# ---- block 1 ----
Fig. 1: block 1, placement by cell class
The bar under the picture is 50 µm long.
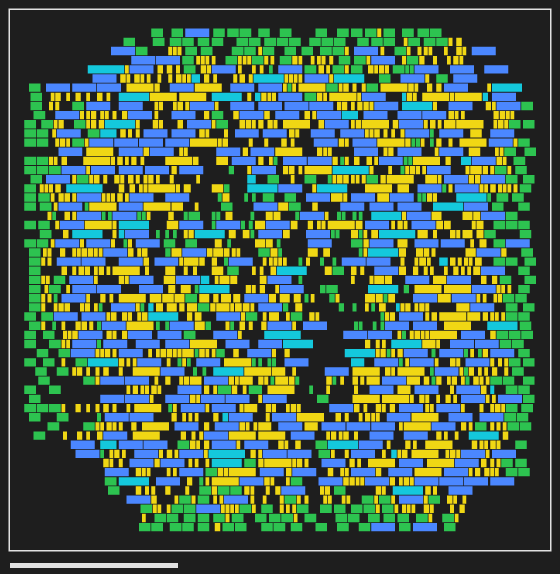

## src/rtl/gcm_view_pkg.sv

```systemverilog
// rtl/gcm_view_pkg.sv - shared types and widths for the GCM result viewer
package gcm_view_pkg;

    typedef enum logic {VIEW_WAIT, VIEW_SHOW} view_state_t;

    localparam int BLOCK_BITS = 128;
    localparam int BYTE_IDX_W = 4;

endpackage

```

## src/rtl/gcm_result_viewer_rise_detect.sv

```systemverilog
// rtl/gcm_result_viewer_rise_detect.sv - registered rising-edge detector
//
// Ports:
//   clk      in   clock
//   i_reset  in   synchronous active-high reset
//   i_d      in   level input
//   o_rise   out  high for the cycle where i_d is 1 and was 0 on the previous edge
//
// RESET_VAL sets the remembered previous level after reset; 1 means an input
// already high when reset releases does not count as an edge.
module rise_detect #(
    parameter logic RESET_VAL = 1'b1
) (
    input  logic clk,
    input  logic i_reset,
    input  logic i_d,
    output logic o_rise
);

    logic prev_q;
    logic prev_d;

    always_comb begin
        prev_d = i_d;
    end

    always_ff @(posedge clk) begin
        if (i_reset) begin
            prev_q <= RESET_VAL;
        end else begin
            prev_q <= prev_d;
        end
    end

    assign o_rise = i_d & ~prev_q;

endmodule

```

## src/rtl/gcm_result_viewer.sv

```systemverilog
// rtl/gcm_result_viewer.sv - capture GCM ciphertext/tag and scroll byte pairs to the display
//
// Ports:
//   clk            in   system clock
//   i_reset        in   synchronous active-high reset
//   i_cipher_text  in   [0:127] live ciphertext, byte k = bits [8k:8k+7]
//   i_tag          in   [0:127] live tag, same byte ordering
//   i_tag_ready    in   tag valid level; first high after reset captures
//   i_step         in   debounced button level; rising edges advance the byte index
//   o_disp_word    out  {tag byte k, ciphertext byte k}
//   o_index        out  current byte index k
//   o_valid        out  high once a result has been captured
//
// Optional feature macro: GCM_RESULT_VIEW_AUTOSCROLL_EN adds a prescaler that
// advances the index every SCROLL_DIV cycles while showing a captured result.
module gcm_result_viewer
    import gcm_view_pkg::*;
#(
    parameter int SCROLL_DIV = 50000000
) (
    input  logic                  clk,
    input  logic                  i_reset,
    input  logic [0:BLOCK_BITS-1] i_cipher_text,
    input  logic [0:BLOCK_BITS-1] i_tag,
    input  logic                  i_tag_ready,
    input  logic                  i_step,
    output logic [15:0]           o_disp_word,
    output logic [3:0]            o_index,
    output logic                  o_valid
);

    view_state_t           state_q, state_d;
    logic [15:0]           disp_q, disp_d;
    logic [BYTE_IDX_W-1:0] idx_q, idx_d;
    logic                  valid_q, valid_d;
    logic [0:BLOCK_BITS-1] ct_hold_q, ct_hold_d;
    logic [0:BLOCK_BITS-1] tag_hold_q, tag_hold_d;

    logic                  step_rise;
    logic                  tick;
    logic                  advance;
    logic [BYTE_IDX_W-1:0] next_idx;

    rise_detect #(.RESET_VAL(1'b1)) u_step_rise (
        .clk     (clk),
        .i_reset (i_reset),
        .i_d     (i_step),
        .o_rise  (step_rise)
    );

`ifdef GCM_RESULT_VIEW_AUTOSCROLL_EN
    localparam int PS_W = $clog2(SCROLL_DIV);
    localparam logic [PS_W-1:0] PS_MAX = PS_W'(SCROLL_DIV - 1);

    logic [PS_W-1:0] ps_q, ps_d;

    assign tick = (state_q == VIEW_SHOW) && (ps_q == PS_MAX);

    // Prescaler only runs while showing; any advance (manual or tick) restarts it.
    always_comb begin
        ps_d = '0;
        if (state_q == VIEW_SHOW && !advance) begin
            ps_d = ps_q + PS_W'(1);
        end
    end

    always_ff @(posedge clk) begin
        if (i_reset) begin
            ps_q <= '0;
        end else begin
            ps_q <= ps_d;
        end
    end
`else
    logic unused_scroll_div;
    assign unused_scroll_div = ^SCROLL_DIV;
    assign tick = 1'b0;
`endif

    // A step edge and a tick in the same cycle collapse into one advance.
    assign advance  = (state_q == VIEW_SHOW) && (step_rise || tick);
    assign next_idx = idx_q + BYTE_IDX_W'(1);

    always_ff @(posedge clk) begin
        if (i_reset) begin
            state_q    <= VIEW_WAIT;
            disp_q     <= 16'h0000;
            idx_q      <= '0;
            valid_q    <= 1'b0;
            ct_hold_q  <= '0;
            tag_hold_q <= '0;
        end else begin
            state_q    <= state_d;
            disp_q     <= disp_d;
            idx_q      <= idx_d;
            valid_q    <= valid_d;
            ct_hold_q  <= ct_hold_d;
            tag_hold_q <= tag_hold_d;
        end
    end

    always_comb begin
        state_d = state_q;
        if (state_q == VIEW_WAIT && i_tag_ready) begin
            state_d = VIEW_SHOW;
        end
    end

    always_comb begin
        disp_d     = disp_q;
        idx_d      = idx_q;
        valid_d    = valid_q;
        ct_hold_d  = ct_hold_q;
        tag_hold_d = tag_hold_q;
        case (state_q)
            VIEW_WAIT: begin
                disp_d  = {i_tag[0:7], i_cipher_text[0:7]};
                idx_d   = '0;
                valid_d = 1'b0;
                if (i_tag_ready) begin
                    ct_hold_d  = i_cipher_text;
                    tag_hold_d = i_tag;
                    valid_d    = 1'b1;
                end
            end
            VIEW_SHOW: begin
                if (advance) begin
                    idx_d  = next_idx;
                    disp_d = {tag_hold_q[{next_idx, 3'b000} +: 8],
                              ct_hold_q[{next_idx, 3'b000} +: 8]};
                end
            end
            default: begin
                disp_d = disp_q;
            end
        endcase
    end

    assign o_disp_word = disp_q;
    assign o_index     = idx_q;
    assign o_valid     = valid_q;

endmodule

```

## config.mk

```make
export PLATFORM = sky130hd
export DESIGN_NAME = gcm_result_viewer
export DESIGN_NICKNAME = d
export VERILOG_FILES = /design/src/rtl/gcm_view_pkg.sv /design/src/rtl/gcm_result_viewer_rise_detect.sv /design/src/rtl/gcm_result_viewer.sv
export SDC_FILE = /design/constraint.sdc
export NUM_CORES = 1
export LEC_CHECK = 0
export CAP_MARGIN = 20
export CORE_MARGIN = 4
export CORE_UTILIZATION = 50
export CTS_CLUSTER_DIAMETER = 50
export DETAILED_ROUTE_END_ITERATION = 6
export GPL_TIMING_DRIVEN = 0
export PLACE_DENSITY = 0.8
export SYNTH_ARGS = -nofsm -noshare
export SYNTH_HDL_FRONTEND = slang
export SYNTH_SLANG_ARGS = --single-unit
```

## constraint.sdc

```tcl
create_clock -name clk -period 3 [get_ports clk]
set_input_delay 0.9 -clock clk [delete_from_list [all_inputs] [get_ports clk]]
set_output_delay 0.9 -clock clk [all_outputs]
set_load 0.01 [all_outputs]
```

# ---- block 2 ----
## src/rtl/uart_pkg.sv

```systemverilog
// Shared UART definitions: transmit FSM states, data width, baud divisor helper.
package uart_pkg;

  localparam int DATA_BITS = 8;

  typedef enum logic [2:0] {
    IDLE,
    START,
    DATA,
    PARITY,
    STOP
  } tx_state_t;

  function automatic int baud_div(input int clk_frq, input int baud_rate);
    return clk_frq / baud_rate;
  endfunction

endpackage

```

## src/rtl/uart_tx_if.sv

```systemverilog
// Byte-in handshake plus serial line and status for the UART transmitter.
interface uart_tx_if;
  import uart_pkg::*;

  logic                 tx_valid;
  logic [DATA_BITS-1:0] tx_data;
  logic                 tx_ready;
  logic                 tx;
  logic                 busy;
  logic                 done_tx;

  modport master (
    output tx_valid, tx_data,
    input  tx_ready, tx, busy, done_tx
  );

  modport slave (
    input  tx_valid, tx_data,
    output tx_ready, tx, busy, done_tx
  );

endinterface

```

## src/rtl/uart_baud_gen.sv

```systemverilog
// Free-running bit-period counter; tick marks the last cycle of each bit period.
module uart_baud_gen #(
    parameter int BAUD_DIV = 10
) (
    input  logic clk,
    input  logic rst,
    input  logic clr,
    output logic tick
);

    localparam int CW = $clog2(BAUD_DIV);

    logic [CW-1:0] cnt;

    always_ff @(posedge clk) begin
        if (rst || clr) begin
            cnt <= '0;
        end else if (cnt == CW'(BAUD_DIV - 1)) begin
            cnt <= '0;
        end else begin
            cnt <= cnt + CW'(1);
        end
    end

    assign tick = (cnt == CW'(BAUD_DIV - 1)) && !clr;

endmodule

```

## src/rtl/uart_tx.sv

```systemverilog
// UART transmitter: 8 data bits LSB first, optional parity, 1 or 2 stop bits.
module uart_tx #(
    parameter int CLK_FRQ    = 100,
    parameter int BAUD_RATE  = 10,
    parameter int PARITY_EN  = 0,
    parameter int PARITY_ODD = 0,
    parameter int STOP_BITS  = 1
) (
    input logic    clk,
    input logic    rst,
    uart_tx_if.slave bus
);
    import uart_pkg::*;

    localparam int BAUD_DIV = baud_div(CLK_FRQ, BAUD_RATE);

    if (BAUD_DIV < 2) begin : g_bad_div
        $error("uart_tx: BAUD_DIV must be at least 2");
    end
    if (STOP_BITS != 1 && STOP_BITS != 2) begin : g_bad_stop
        $error("uart_tx: STOP_BITS must be 1 or 2");
    end
    if ((PARITY_EN != 0 && PARITY_EN != 1) || (PARITY_ODD != 0 && PARITY_ODD != 1)) begin : g_bad_flag
        $error("uart_tx: PARITY_EN and PARITY_ODD must be 0 or 1");
    end

    tx_state_t            state, state_n;
    logic [DATA_BITS-1:0] shreg, shreg_n;
    logic [2:0]           bit_cnt, bit_cnt_n;
    logic                 stop_cnt, stop_cnt_n;
    logic                 par_q, par_n;
    logic                 tx_q, tx_n;
    logic                 done_q, done_n;
    logic                 ready_q, ready_n;
    logic                 tick;
    logic                 accept;

    uart_baud_gen #(.BAUD_DIV(BAUD_DIV)) u_baud (
        .clk  (clk),
        .rst  (rst),
        .clr  (state == IDLE),
        .tick (tick)
    );

    assign accept = bus.tx_valid && ready_q;

    // Parity is latched at acceptance because shreg is consumed as bits go out.
    always_comb begin
        state_n    = state;
        shreg_n    = shreg;
        bit_cnt_n  = bit_cnt;
        stop_cnt_n = stop_cnt;
        par_n      = par_q;
        tx_n       = tx_q;
        done_n     = 1'b0;
        unique case (state)
            IDLE: begin
                if (accept) begin
                    state_n = START;
                    tx_n    = 1'b0;
                    shreg_n = bus.tx_data;
                    par_n   = (^bus.tx_data) ^ (PARITY_ODD == 1);
                end
            end
            START: begin
                if (tick) begin
                    state_n = DATA;
                    tx_n    = shreg[0];
                end
            end
            DATA: begin
                if (tick) begin
                    if (bit_cnt == 3'(DATA_BITS - 1)) begin
                        bit_cnt_n = '0;
                        if (PARITY_EN != 0) begin
                            state_n = PARITY;
                            tx_n    = par_q;
                        end else begin
                            state_n = STOP;
                            tx_n    = 1'b1;
                        end
                    end else begin
                        bit_cnt_n = bit_cnt + 3'd1;
                        shreg_n   = {1'b0, shreg[DATA_BITS-1:1]};
                        tx_n      = shreg[1];
                    end
                end
            end
            PARITY: begin
                if (tick) begin
                    state_n = STOP;
                    tx_n    = 1'b1;
                end
            end
            STOP: begin
                if (tick) begin
                    if (stop_cnt == 1'(STOP_BITS - 1)) begin
                        state_n    = IDLE;
                        stop_cnt_n = 1'b0;
                        done_n     = 1'b1;
                    end else begin
                        stop_cnt_n = 1'b1;
                    end
                    tx_n = 1'b1;
                end
            end
            default: begin
                state_n = IDLE;
                tx_n    = 1'b1;
            end
        endcase
        ready_n = (state_n == IDLE);
    end

    always_ff @(posedge clk) begin
        if (rst) begin
            state    <= IDLE;
            shreg    <= '0;
            bit_cnt  <= '0;
            stop_cnt <= 1'b0;
            par_q    <= 1'b0;
            tx_q     <= 1'b1;
            done_q   <= 1'b0;
            ready_q  <= 1'b0;
        end else begin
            state    <= state_n;
            shreg    <= shreg_n;
            bit_cnt  <= bit_cnt_n;
            stop_cnt <= stop_cnt_n;
            par_q    <= par_n;
            tx_q     <= tx_n;
            done_q   <= done_n;
            ready_q  <= ready_n;
        end
    end

    assign bus.tx       = tx_q;
    assign bus.busy     = (state != IDLE);
    assign bus.done_tx  = done_q;
    assign bus.tx_ready = ready_q;

endmodule

```

## src/flat_wrapper.sv

```systemverilog
// flat-port wrapper written by rule: the top's interface ports become plain ports
module uart_tx_flat import uart_pkg::*;
#(
    parameter int CLK_FRQ    = 100,
    parameter int BAUD_RATE  = 10,
    parameter int PARITY_EN  = 0,
    parameter int PARITY_ODD = 0,
    parameter int STOP_BITS  = 1
)
  (clk, rst, bus_tx_valid, bus_tx_data, bus_tx_ready, bus_tx, bus_busy, bus_done_tx);
  uart_tx_if bus_i ();
  input logic clk;
  input logic rst;
  input wire logic [$bits(bus_i.tx_valid)-1:0] bus_tx_valid;
  input wire logic [$bits(bus_i.tx_data)-1:0] bus_tx_data;
  output wire logic [$bits(bus_i.tx_ready)-1:0] bus_tx_ready;
  output wire logic [$bits(bus_i.tx)-1:0] bus_tx;
  output wire logic [$bits(bus_i.busy)-1:0] bus_busy;
  output wire logic [$bits(bus_i.done_tx)-1:0] bus_done_tx;
  assign bus_i.tx_valid = bus_tx_valid;
  assign bus_i.tx_data = bus_tx_data;
  assign bus_tx_ready = bus_i.tx_ready;
  assign bus_tx = bus_i.tx;
  assign bus_busy = bus_i.busy;
  assign bus_done_tx = bus_i.done_tx;
  uart_tx #(.CLK_FRQ(CLK_FRQ), .BAUD_RATE(BAUD_RATE), .PARITY_EN(PARITY_EN), .PARITY_ODD(PARITY_ODD), .STOP_BITS(STOP_BITS)) u_core (.clk(clk), .rst(rst), .bus(bus_i));
endmodule
```

## config.mk

```make
export PLATFORM = sky130hd
export DESIGN_NAME = uart_tx_flat
export DESIGN_NICKNAME = d
export VERILOG_FILES = /design/src/rtl/uart_pkg.sv /design/src/rtl/uart_tx_if.sv /design/src/rtl/uart_baud_gen.sv /design/src/rtl/uart_tx.sv /design/src/flat_wrapper.sv
export SDC_FILE = /design/constraint.sdc
export NUM_CORES = 1
export LEC_CHECK = 0
export CAP_MARGIN = 20
export CORE_UTILIZATION = 47
export CTS_CLUSTER_DIAMETER = 40
export DETAILED_ROUTE_END_ITERATION = 12
export HOLD_SLACK_MARGIN = 0.05
export MAX_ROUTING_LAYER = met4
export PLACE_DENSITY = 0.73
export SYNTH_ARGS = -nofsm -noshare
export SYNTH_HDL_FRONTEND = slang
export SYNTH_HIERARCHICAL = 1
export SYNTH_SLANG_ARGS = --single-unit
```

## constraint.sdc

```tcl
create_clock -name clk -period 2.05 [get_ports clk]
set_clock_uncertainty 0.15 [all_clocks]
set_input_delay 0.205 -clock clk [delete_from_list [all_inputs] [get_ports clk]]
set_output_delay 0.205 -clock clk [all_outputs]
set_load 0.05 [all_outputs]
```

# ---- block 3 ----
<file path="config.mk">
export PLATFORM = sky130hd
export DESIGN_NAME = jalu_reg
export DESIGN_NICKNAME = d
export VERILOG_FILES = /design/src/rtl/jalu_reg.sv
export SDC_FILE = /design/constraint.sdc
export NUM_CORES = 1
export LEC_CHECK = 0
export CORE_MARGIN = 1.5
export CORE_UTILIZATION = 45
export CTS_CLUSTER_DIAMETER = 60
export DETAILED_ROUTE_END_ITERATION = 10
export GPL_ROUTABILITY_DRIVEN = 0
export PLACE_DENSITY = 0.83
export SLEW_MARGIN = 20
export SYNTH_ARGS = -nofsm -noshare
export SYNTH_HDL_FRONTEND = slang
export SYNTH_SLANG_ARGS = --single-unit
</file>
<file path="constraint.sdc">
create_clock -name wclk -period 5.8 [get_ports wclk]
set_input_delay 1.16 -clock wclk [delete_from_list [all_inputs] [get_ports wclk]]
set_output_delay 1.16 -clock wclk [all_outputs]
set_load 0.01 [all_outputs]
</file>
<file path="src/rtl/jalu_reg.sv">
// Registered N-bit ALU stage with a persistent {C, A, E, Z} flags register.
// The stored carry can feed the next op's carry-in for multi-word add/shift chains.
module jalu_reg #(
  parameter int N = 8
) (
  input  logic         wclk,
  input  logic         wrst,
  input  logic         wvalid,
  input  logic [2:0]   bop,
  input  logic [N-1:0] ba,
  input  logic [N-1:0] bb,
  input  logic         wuse_cf,
  input  logic         wclrf,
  output logic [N-1:0] bres,
  output logic         wres_valid,
  output logic         wres_we,
  output logic [3:0]   bflags
);

  typedef enum logic [2:0] {
    OP_ADD = 3'b000,
    OP_SHR = 3'b001,
    OP_SHL = 3'b010,
    OP_NOT = 3'b011,
    OP_AND = 3'b100,
    OP_OR  = 3'b101,
    OP_XOR = 3'b110,
    OP_CMP = 3'b111
  } op_t;

  logic [N-1:0] r_res;
  logic         r_valid;
  logic         r_we;
  logic [3:0]   r_flags;

  logic         w_ci;
  logic [N-1:0] w_sum;
  logic         w_sum_co;
  logic [N-1:0] w_res;
  logic         w_co;
  logic         w_gt;
  logic         w_eq;

  // Carry-in always comes from the flags as they stood before this edge.
  assign w_ci = wuse_cf & r_flags[3];
  assign w_gt = (ba > bb);
  assign w_eq = (ba == bb);

  always_comb begin : ripple
    logic v_c;
    v_c   = w_ci;
    w_sum = '0;
    for (int i = 0; i < N; i++) begin
      w_sum[i] = ba[i] ^ bb[i] ^ v_c;
      v_c      = (ba[i] & bb[i]) | (ba[i] & v_c) | (bb[i] & v_c);
    end
    w_sum_co = v_c;
  end

  always_comb begin
    w_res = '0;
    w_co  = 1'b0;
    case (bop)
      OP_ADD: begin
        w_res = w_sum;
        w_co  = w_sum_co;
      end
      OP_SHR: begin
        w_res = {w_ci, ba[N-1:1]};
        w_co  = ba[0];
      end
      OP_SHL: begin
        w_res = {ba[N-2:0], w_ci};
        w_co  = ba[N-1];
      end
      OP_NOT:  w_res = ~ba;
      OP_AND:  w_res = ba & bb;
      OP_OR:   w_res = ba | bb;
      OP_XOR:  w_res = ba ^ bb;
      OP_CMP:  w_res = ba ^ bb;
      default: w_res = '0;
    endcase
  end

  // An accepted op's flags take priority over a concurrent flag clear.
  always_ff @(posedge wclk) begin
    if (wrst) begin
      r_res   <= '0;
      r_valid <= 1'b0;
      r_we    <= 1'b0;
      r_flags <= 4'b0000;
    end else begin
      r_valid <= wvalid;
      r_we    <= wvalid && (bop != OP_CMP);
      if (wvalid) begin
        r_res   <= w_res;
        r_flags <= {w_co, w_gt, w_eq, (w_res == '0)};
      end else if (wclrf) begin
        r_flags <= 4'b0000;
      end
    end
  end

  assign bres       = r_res;
  assign wres_valid = r_valid;
  assign wres_we    = r_we;
  assign bflags     = r_flags;

endmodule

</file>
Fig. 2: block 1, the clock network
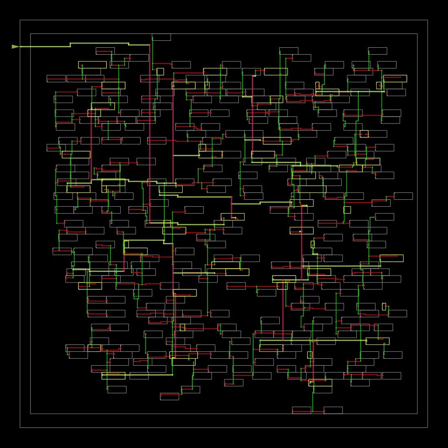
sink count of the clock tree: 279
worst skew pair latency: 0.55 ns

Notes on Fig. 1 above:
legend:
  flops:
    color: blue
    cells: 279
    share_of_their_area: 36%
  combinational and other logic:
    color: yellow
    cells: 967
    share_of_their_area: 36%
  other buffers and delay cells:
    color: green
    cells: 393
    share_of_their_area: 21%
  clock drivers and dummy loads:
    color: cyan
    cells: 55
    share_of_their_area: 7.0%
floorplan core area: 22800 µm²
register share of the cell area: 35.1%
utilization of the core after routing: 69.8%

==> report_table.html, block 1 <==
<!-- implementation run metrics -->
<table>
<tr><th>Metric</th><th>Value</th></tr>
<tr><th colspan="2">Synth</th></tr>
<tr><td>Syn_area_per_cell</td><td>8.54 µm²</td></tr>
<tr><td>Warnings, synthesis</td><td>0</td></tr>
<tr><td>Post-synthesis instance area</td><td>11600 µm²</td></tr>
<tr><th colspan="2">CTS</th></tr>
<tr><td>Buffer depth of the longest clock path</td><td>3</td></tr>
<tr><th colspan="2">Global routing</th></tr>
<tr><td>Via count of the first global-routing pass</td><td>11400</td></tr>
<tr><td>Global-route total usage across every layer</td><td>28.9%</td></tr>
<tr><th colspan="2">Critical path</th></tr>
<tr><td>Setup slack, reg-to-reg</td><td>0.24 ns</td></tr>
<tr><th colspan="2">Timing</th></tr>
<tr><td>Final Hold Violating Endpoints</td><td>0</td></tr>
<tr><td>Share of the clock period used by the worst path</td><td>92.1%</td></tr>
<tr><th colspan="2">Run status</th></tr>
<tr><td>Run status</td><td>finished, final reports clean</td></tr>
<tr><th colspan="2">Detailed routing</th></tr>
<tr><td>Antenna viol nets, final</td><td>0</td></tr>
<tr><td>Pre-antenna DRT Iters</td><td>5</td></tr>
<tr><th colspan="2">Power</th></tr>
<tr><td>Relative contribution of sequential cells to total power</td><td>44.0%</td></tr>
<tr><th colspan="2">Placement</th></tr>
<tr><td>Placed cell count</td><td>1952</td></tr>
</table>
block 1: sequential cells by signal, indices dropped and copies added (netlist names):
signal / flops
u_step_rise.prev_q: 1
ct_hold_q: 128
o_index: 4
tag_hold_q: 128
o_valid: 1
state_q: 1
o_disp_word: 16
block 1: what timing repair did:
item / in CTS / in global routing
resized: 0 / 1
setup endpoints to repair: 0 / 1
setup buffers: 0 / 0
hold buffers: 0 / 0
block 1: final cells by class:
type,count,area share [%]
clock inverters,18,1.64
flip-flops and latches,279,35.1
clock buffers,37,5.21
multi-input cells,966,35.0
diodes,4,0.0629
inverters,1,0.0236
plain buffers,114,2.88
repair buffers,279,17.6
well taps,313,2.46
block 1: how the worst max path moves through the flow:
stage	endpoint	slack, ns	cells after the start
global placement	tag_hold_q[17]$_SDFFE_PP0P_	-0.23	7
CTS	o_disp_word[9]$_SDFFE_PP0P_	0.18	6
detailed placement	tag_hold_q[17]$_SDFFE_PP0P_	-0.24	7
finish	tag_hold_q[9]$_SDFFE_PP0P_	0.24	7
floorplan	o_disp_word[10]$_SDFFE_PP0P_	0.78	7
global route	tag_hold_q[9]$_SDFFE_PP0P_	0.11	7
Fig. 3: block 3, placement by cell class
The bar under the picture is 20 µm long.
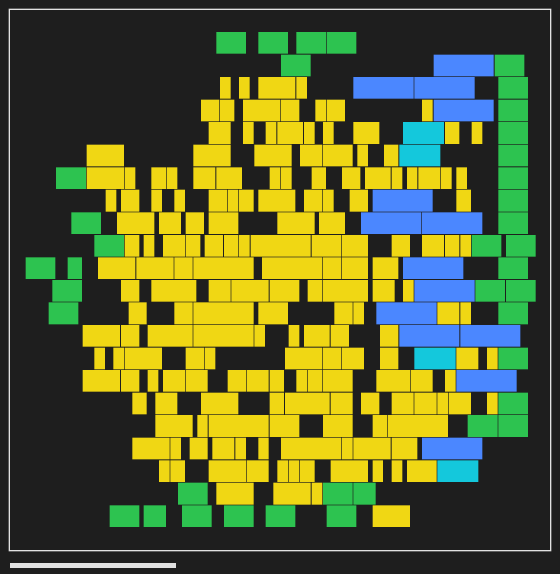
legend:
  combinational and other logic:
    color: yellow
    cells: 178
    share_of_their_area: 65%
  other buffers and delay cells:
    color: green
    cells: 39
    share_of_their_area: 18%
  flops:
    color: blue
    cells: 14
    share_of_their_area: 14%
  clock drivers and dummy loads:
    color: cyan
    cells: 4
    share_of_their_area: 2.7%

Fig. 4: block 3, the clock network
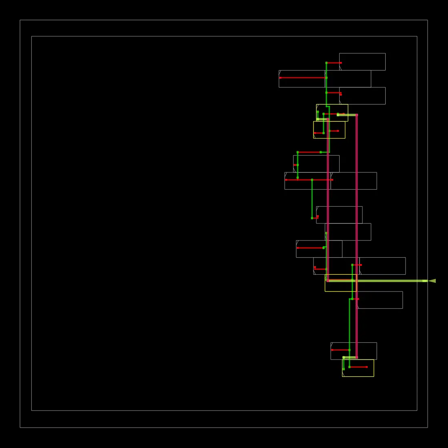
worst skew pair latency: 0.25 ns
registers: 14
worst clock skew: 0.00148 ns
sink count of the clock tree: 14
CTS buffer count: 3

==> report_table.html, block 3 <==
<!-- implementation run metrics -->
<table>
<tr><th>Metric</th><th>Value</th></tr>
<tr><th colspan="2">Cells and area</th></tr>
<tr><td>Fraction of standard cell area in multi-input logic</td><td>59.5%</td></tr>
<tr><td>Non-CTS buffers</td><td>39</td></tr>
<tr><th colspan="2">Global routing</th></tr>
<tr><td>Global-route total usage across every layer</td><td>18.8%</td></tr>
<tr><td>Wire length of the first global-routing pass</td><td>6290 µm</td></tr>
<tr><th colspan="2">Floorplanning</th></tr>
<tr><td>Floorplan core area</td><td>3690 µm²</td></tr>
<tr><td>Die H</td><td>65.2 µm</td></tr>
<tr><td>Total die area</td><td>4250 µm²</td></tr>
<tr><th colspan="2">Detailed routing</th></tr>
<tr><td>Pre-antenna DRT Iters</td><td>4</td></tr>
<tr><th colspan="2">Run status</th></tr>
<tr><td>Run status</td><td>finished, final reports clean</td></tr>
<tr><th colspan="2">Power</th></tr>
<tr><td>Logic pwr share</td><td>39.8%</td></tr>
<tr><th colspan="2">CTS</th></tr>
<tr><td>Buffer depth of the longest clock path</td><td>2</td></tr>
<tr><td>CTS clock-pin slew for the worst setup and hold paths</td><td>0.06 ns</td></tr>
<tr><th colspan="2">Synth</th></tr>
<tr><td>Dominant synthesized flop cell</td><td>sky130_fd_sc_hd__dfxtp_1</td></tr>
<tr><td>Total cells reported by yosys after synthesis</td><td>205</td></tr>
</table>
## block 3: kinds of logic (layout without fill, tap and decap cells)
group | count (synthesis) | count (layout) | share of synthesized area (%)
mux | 9 | 9 | 5.18
buf+inv | 36 | 66 | 11.0
flops | 14 | 14 | 16.1
fa+ha+maj | 32 | 32 | 26.5
compound gates | 51 | 51 | 22.2
simple gates | 63 | 63 | 19.1
## block 3: registers in the layout (all words and copies together) (netlist names)
register / count
wres_we: 1
wres_valid: 1
bres: 8
bflags: 4
## block 3: power groups by stage
stage	clock network, mW	logic [mW]	registers (mW)
after floorplan	0	0.0795	0.111
after global placement	0	0.130	0.107
after detailed placement	0	0.132	0.108
after CTS	0.0958	0.133	0.106
after global routing	0.101	0.147	0.106
final	0.0940	0.132	0.106
## block 3: metal layers
metal / vias up / GRT usage [%] / wire length, µm
met4: 0 / 7.81 / 64
met3: 4 / 1.54 / 144
met2: 42 / 30.0 / 1720
met5: - / 0 / 0
met1: 706 / 26.1 / 1820
li1: 772 / - / -
## block 3: through the flow
step                instances  power (mW)  hold WS [ns]
detailed placement        279       0.240         0.443
finish                    283       0.332         0.467
global route              283       0.355         0.485
global placement          279       0.238         0.440
CTS                       283       0.334         0.467
floorplan                 205       0.190         0.470
Fig. 5: block 2, the clock network
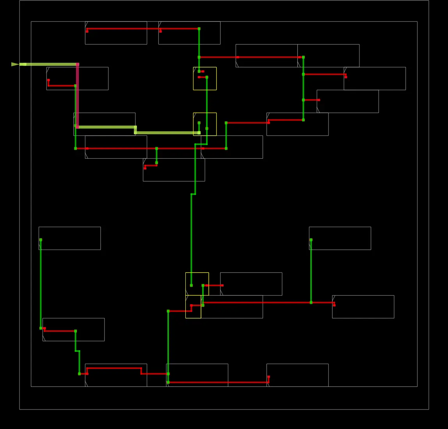
sink count of the clock tree: 21
clock network power consumption: 0.195 mW
worst skew pair latency: 0.30 ns
CTS buffer count: 3

==> report_table.html, block 2 <==
<!-- implementation run metrics -->
<table>
<tr><th>Metric</th><th>Value</th></tr>
<tr><th colspan="2">Global routing</th></tr>
<tr><td>M2 GR Usage</td><td>31.3%</td></tr>
<tr><td>Number of antenna violations at the first check in global routing</td><td>0</td></tr>
<tr><td>Maximum number of pins on one net before global-route repair</td><td>24</td></tr>
<tr><td>Met3 usage in global routing</td><td>4.09%</td></tr>
<tr><th colspan="2">Cells and area</th></tr>
<tr><td>Number of filler cells placed in the layout</td><td>199</td></tr>
<tr><td>Layout area overhead</td><td>21.2%</td></tr>
<tr><td>Max reg flops</td><td>8</td></tr>
<tr><th colspan="2">Synth</th></tr>
<tr><td>Total cells reported by yosys after synthesis</td><td>122</td></tr>
<tr><td>Mapped Cells</td><td>122</td></tr>
<tr><td>Count of library flops with an enable pin</td><td>0</td></tr>
<tr><th colspan="2">Timing</th></tr>
<tr><td>Final Hold Violating Endpoints</td><td>0</td></tr>
<tr><th colspan="2">Critical path</th></tr>
<tr><td>Data arrival time of the worst path</td><td>1.56 ns</td></tr>
<tr><td>CP peak stage delay</td><td>0.83 ns</td></tr>
<tr><td>Number of cells on the worst reg-to-reg path</td><td>7</td></tr>
<tr><th colspan="2">Power</th></tr>
<tr><td>Sw Share</td><td>26.7%</td></tr>
<tr><td>Peak VDD IR</td><td>327 µV</td></tr>
<tr><td>Power group with the highest consumption</td><td>registers</td></tr>
<tr><td>PwrDens</td><td>622 nW/µm²</td></tr>
<tr><td>Int Pwr</td><td>0.568 mW</td></tr>
<tr><th colspan="2">Detailed routing</th></tr>
<tr><td>Routed via count</td><td>866</td></tr>
<tr><th colspan="2">Run status</th></tr>
<tr><td>Run status</td><td>finished, final reports clean</td></tr>
<tr><th colspan="2">Placement</th></tr>
<tr><td>Placed cell count</td><td>161</td></tr>
</table>
[block 2: area by class of cell]
| class | instances | area [µm²] | share of cell area, % |
|---|---|---|---|
| flip-flops and latches | 21 | 420 | 33.8 |
| multi-input cells | 91 | 563 | 45.2 |
| clock inverters | 1 | 5.00 | 0.402 |
| clock buffers | 3 | 22.5 | 1.81 |
| inverters | 3 | 12.5 | 1.01 |
| repair buffers | 19 | 188 | 15.1 |
| well taps | 27 | 33.8 | 2.71 |
[block 2: what timing repair did]
action	CTS	global route
endpoints found under the setup margin	0	10
resized	0	2
endpoints found under the hold margin	0	0
[block 2: synth_stat cells, drive strengths merged, types with 2 or more instances]
master  instances  area [µm²]
nand2           5        23.8
a21oi          11        66.3
o31ai           2        15.0
nor3            3        20.0
mux2i           2        20.0
nand3b          3        35.0
inv             2        7.51
o21ai           7        35.0
o22ai           6        37.5
clkbuf          2        7.51
nand2b          2        12.5
nor2           32         120
dfxtp          21         420
buf             5        31.3
ha              4        50.1
a211o           3        27.5
[block 2: kinds of logic after synthesis]
logic type / Yosys count
flops: 21
fa+ha+maj: 4
simple gates: 50
buf+inv: 10
xor+xnor: 2
mux: 3
compound gates: 32

==> screenshots <==
Signal wires on met1.
Supply wires on this layer in gray.
Plate I
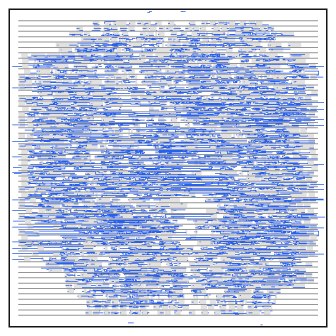
Plate II
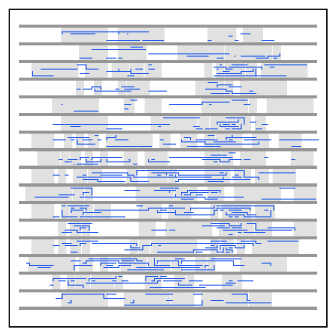
Plate III
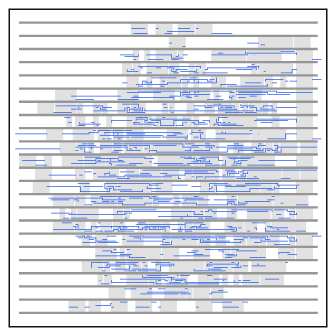
- block 2 = Plate II
- block 1 = Plate I
- block 3 = Plate III

Key to Plate II:
longest straight run: 19.3 µm
share of all routed wire: 48%
nets with wire on the layer: 138



## Gallery

Routed clock nets over the placement.
(a)
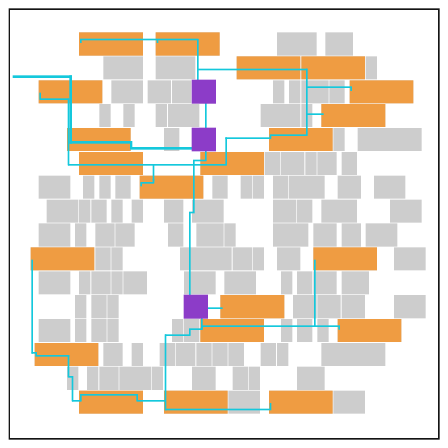
(b)
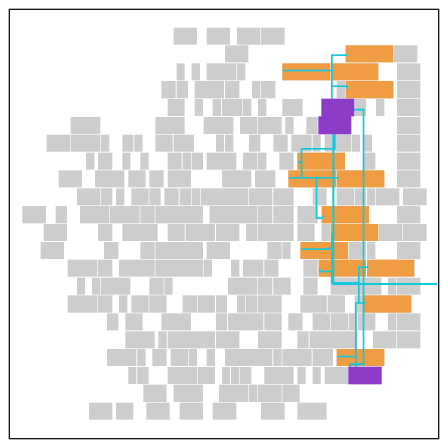
(c)
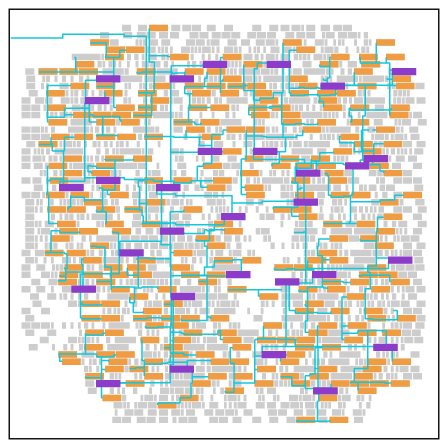
(a) -> block 2
(c) -> block 1
(b) -> block 3
Of these, fewest sequential cells: (b)

Key to (a):
legend:
  clock drivers:
    color: purple
    count: 3
  clock wires:
    color: cyan
    length: 237 µm
  flip-flops:
    color: orange
    count: 21
routed clock nets: 4

Power figures rest on the tool's default switching activity, not on a simulated workload.
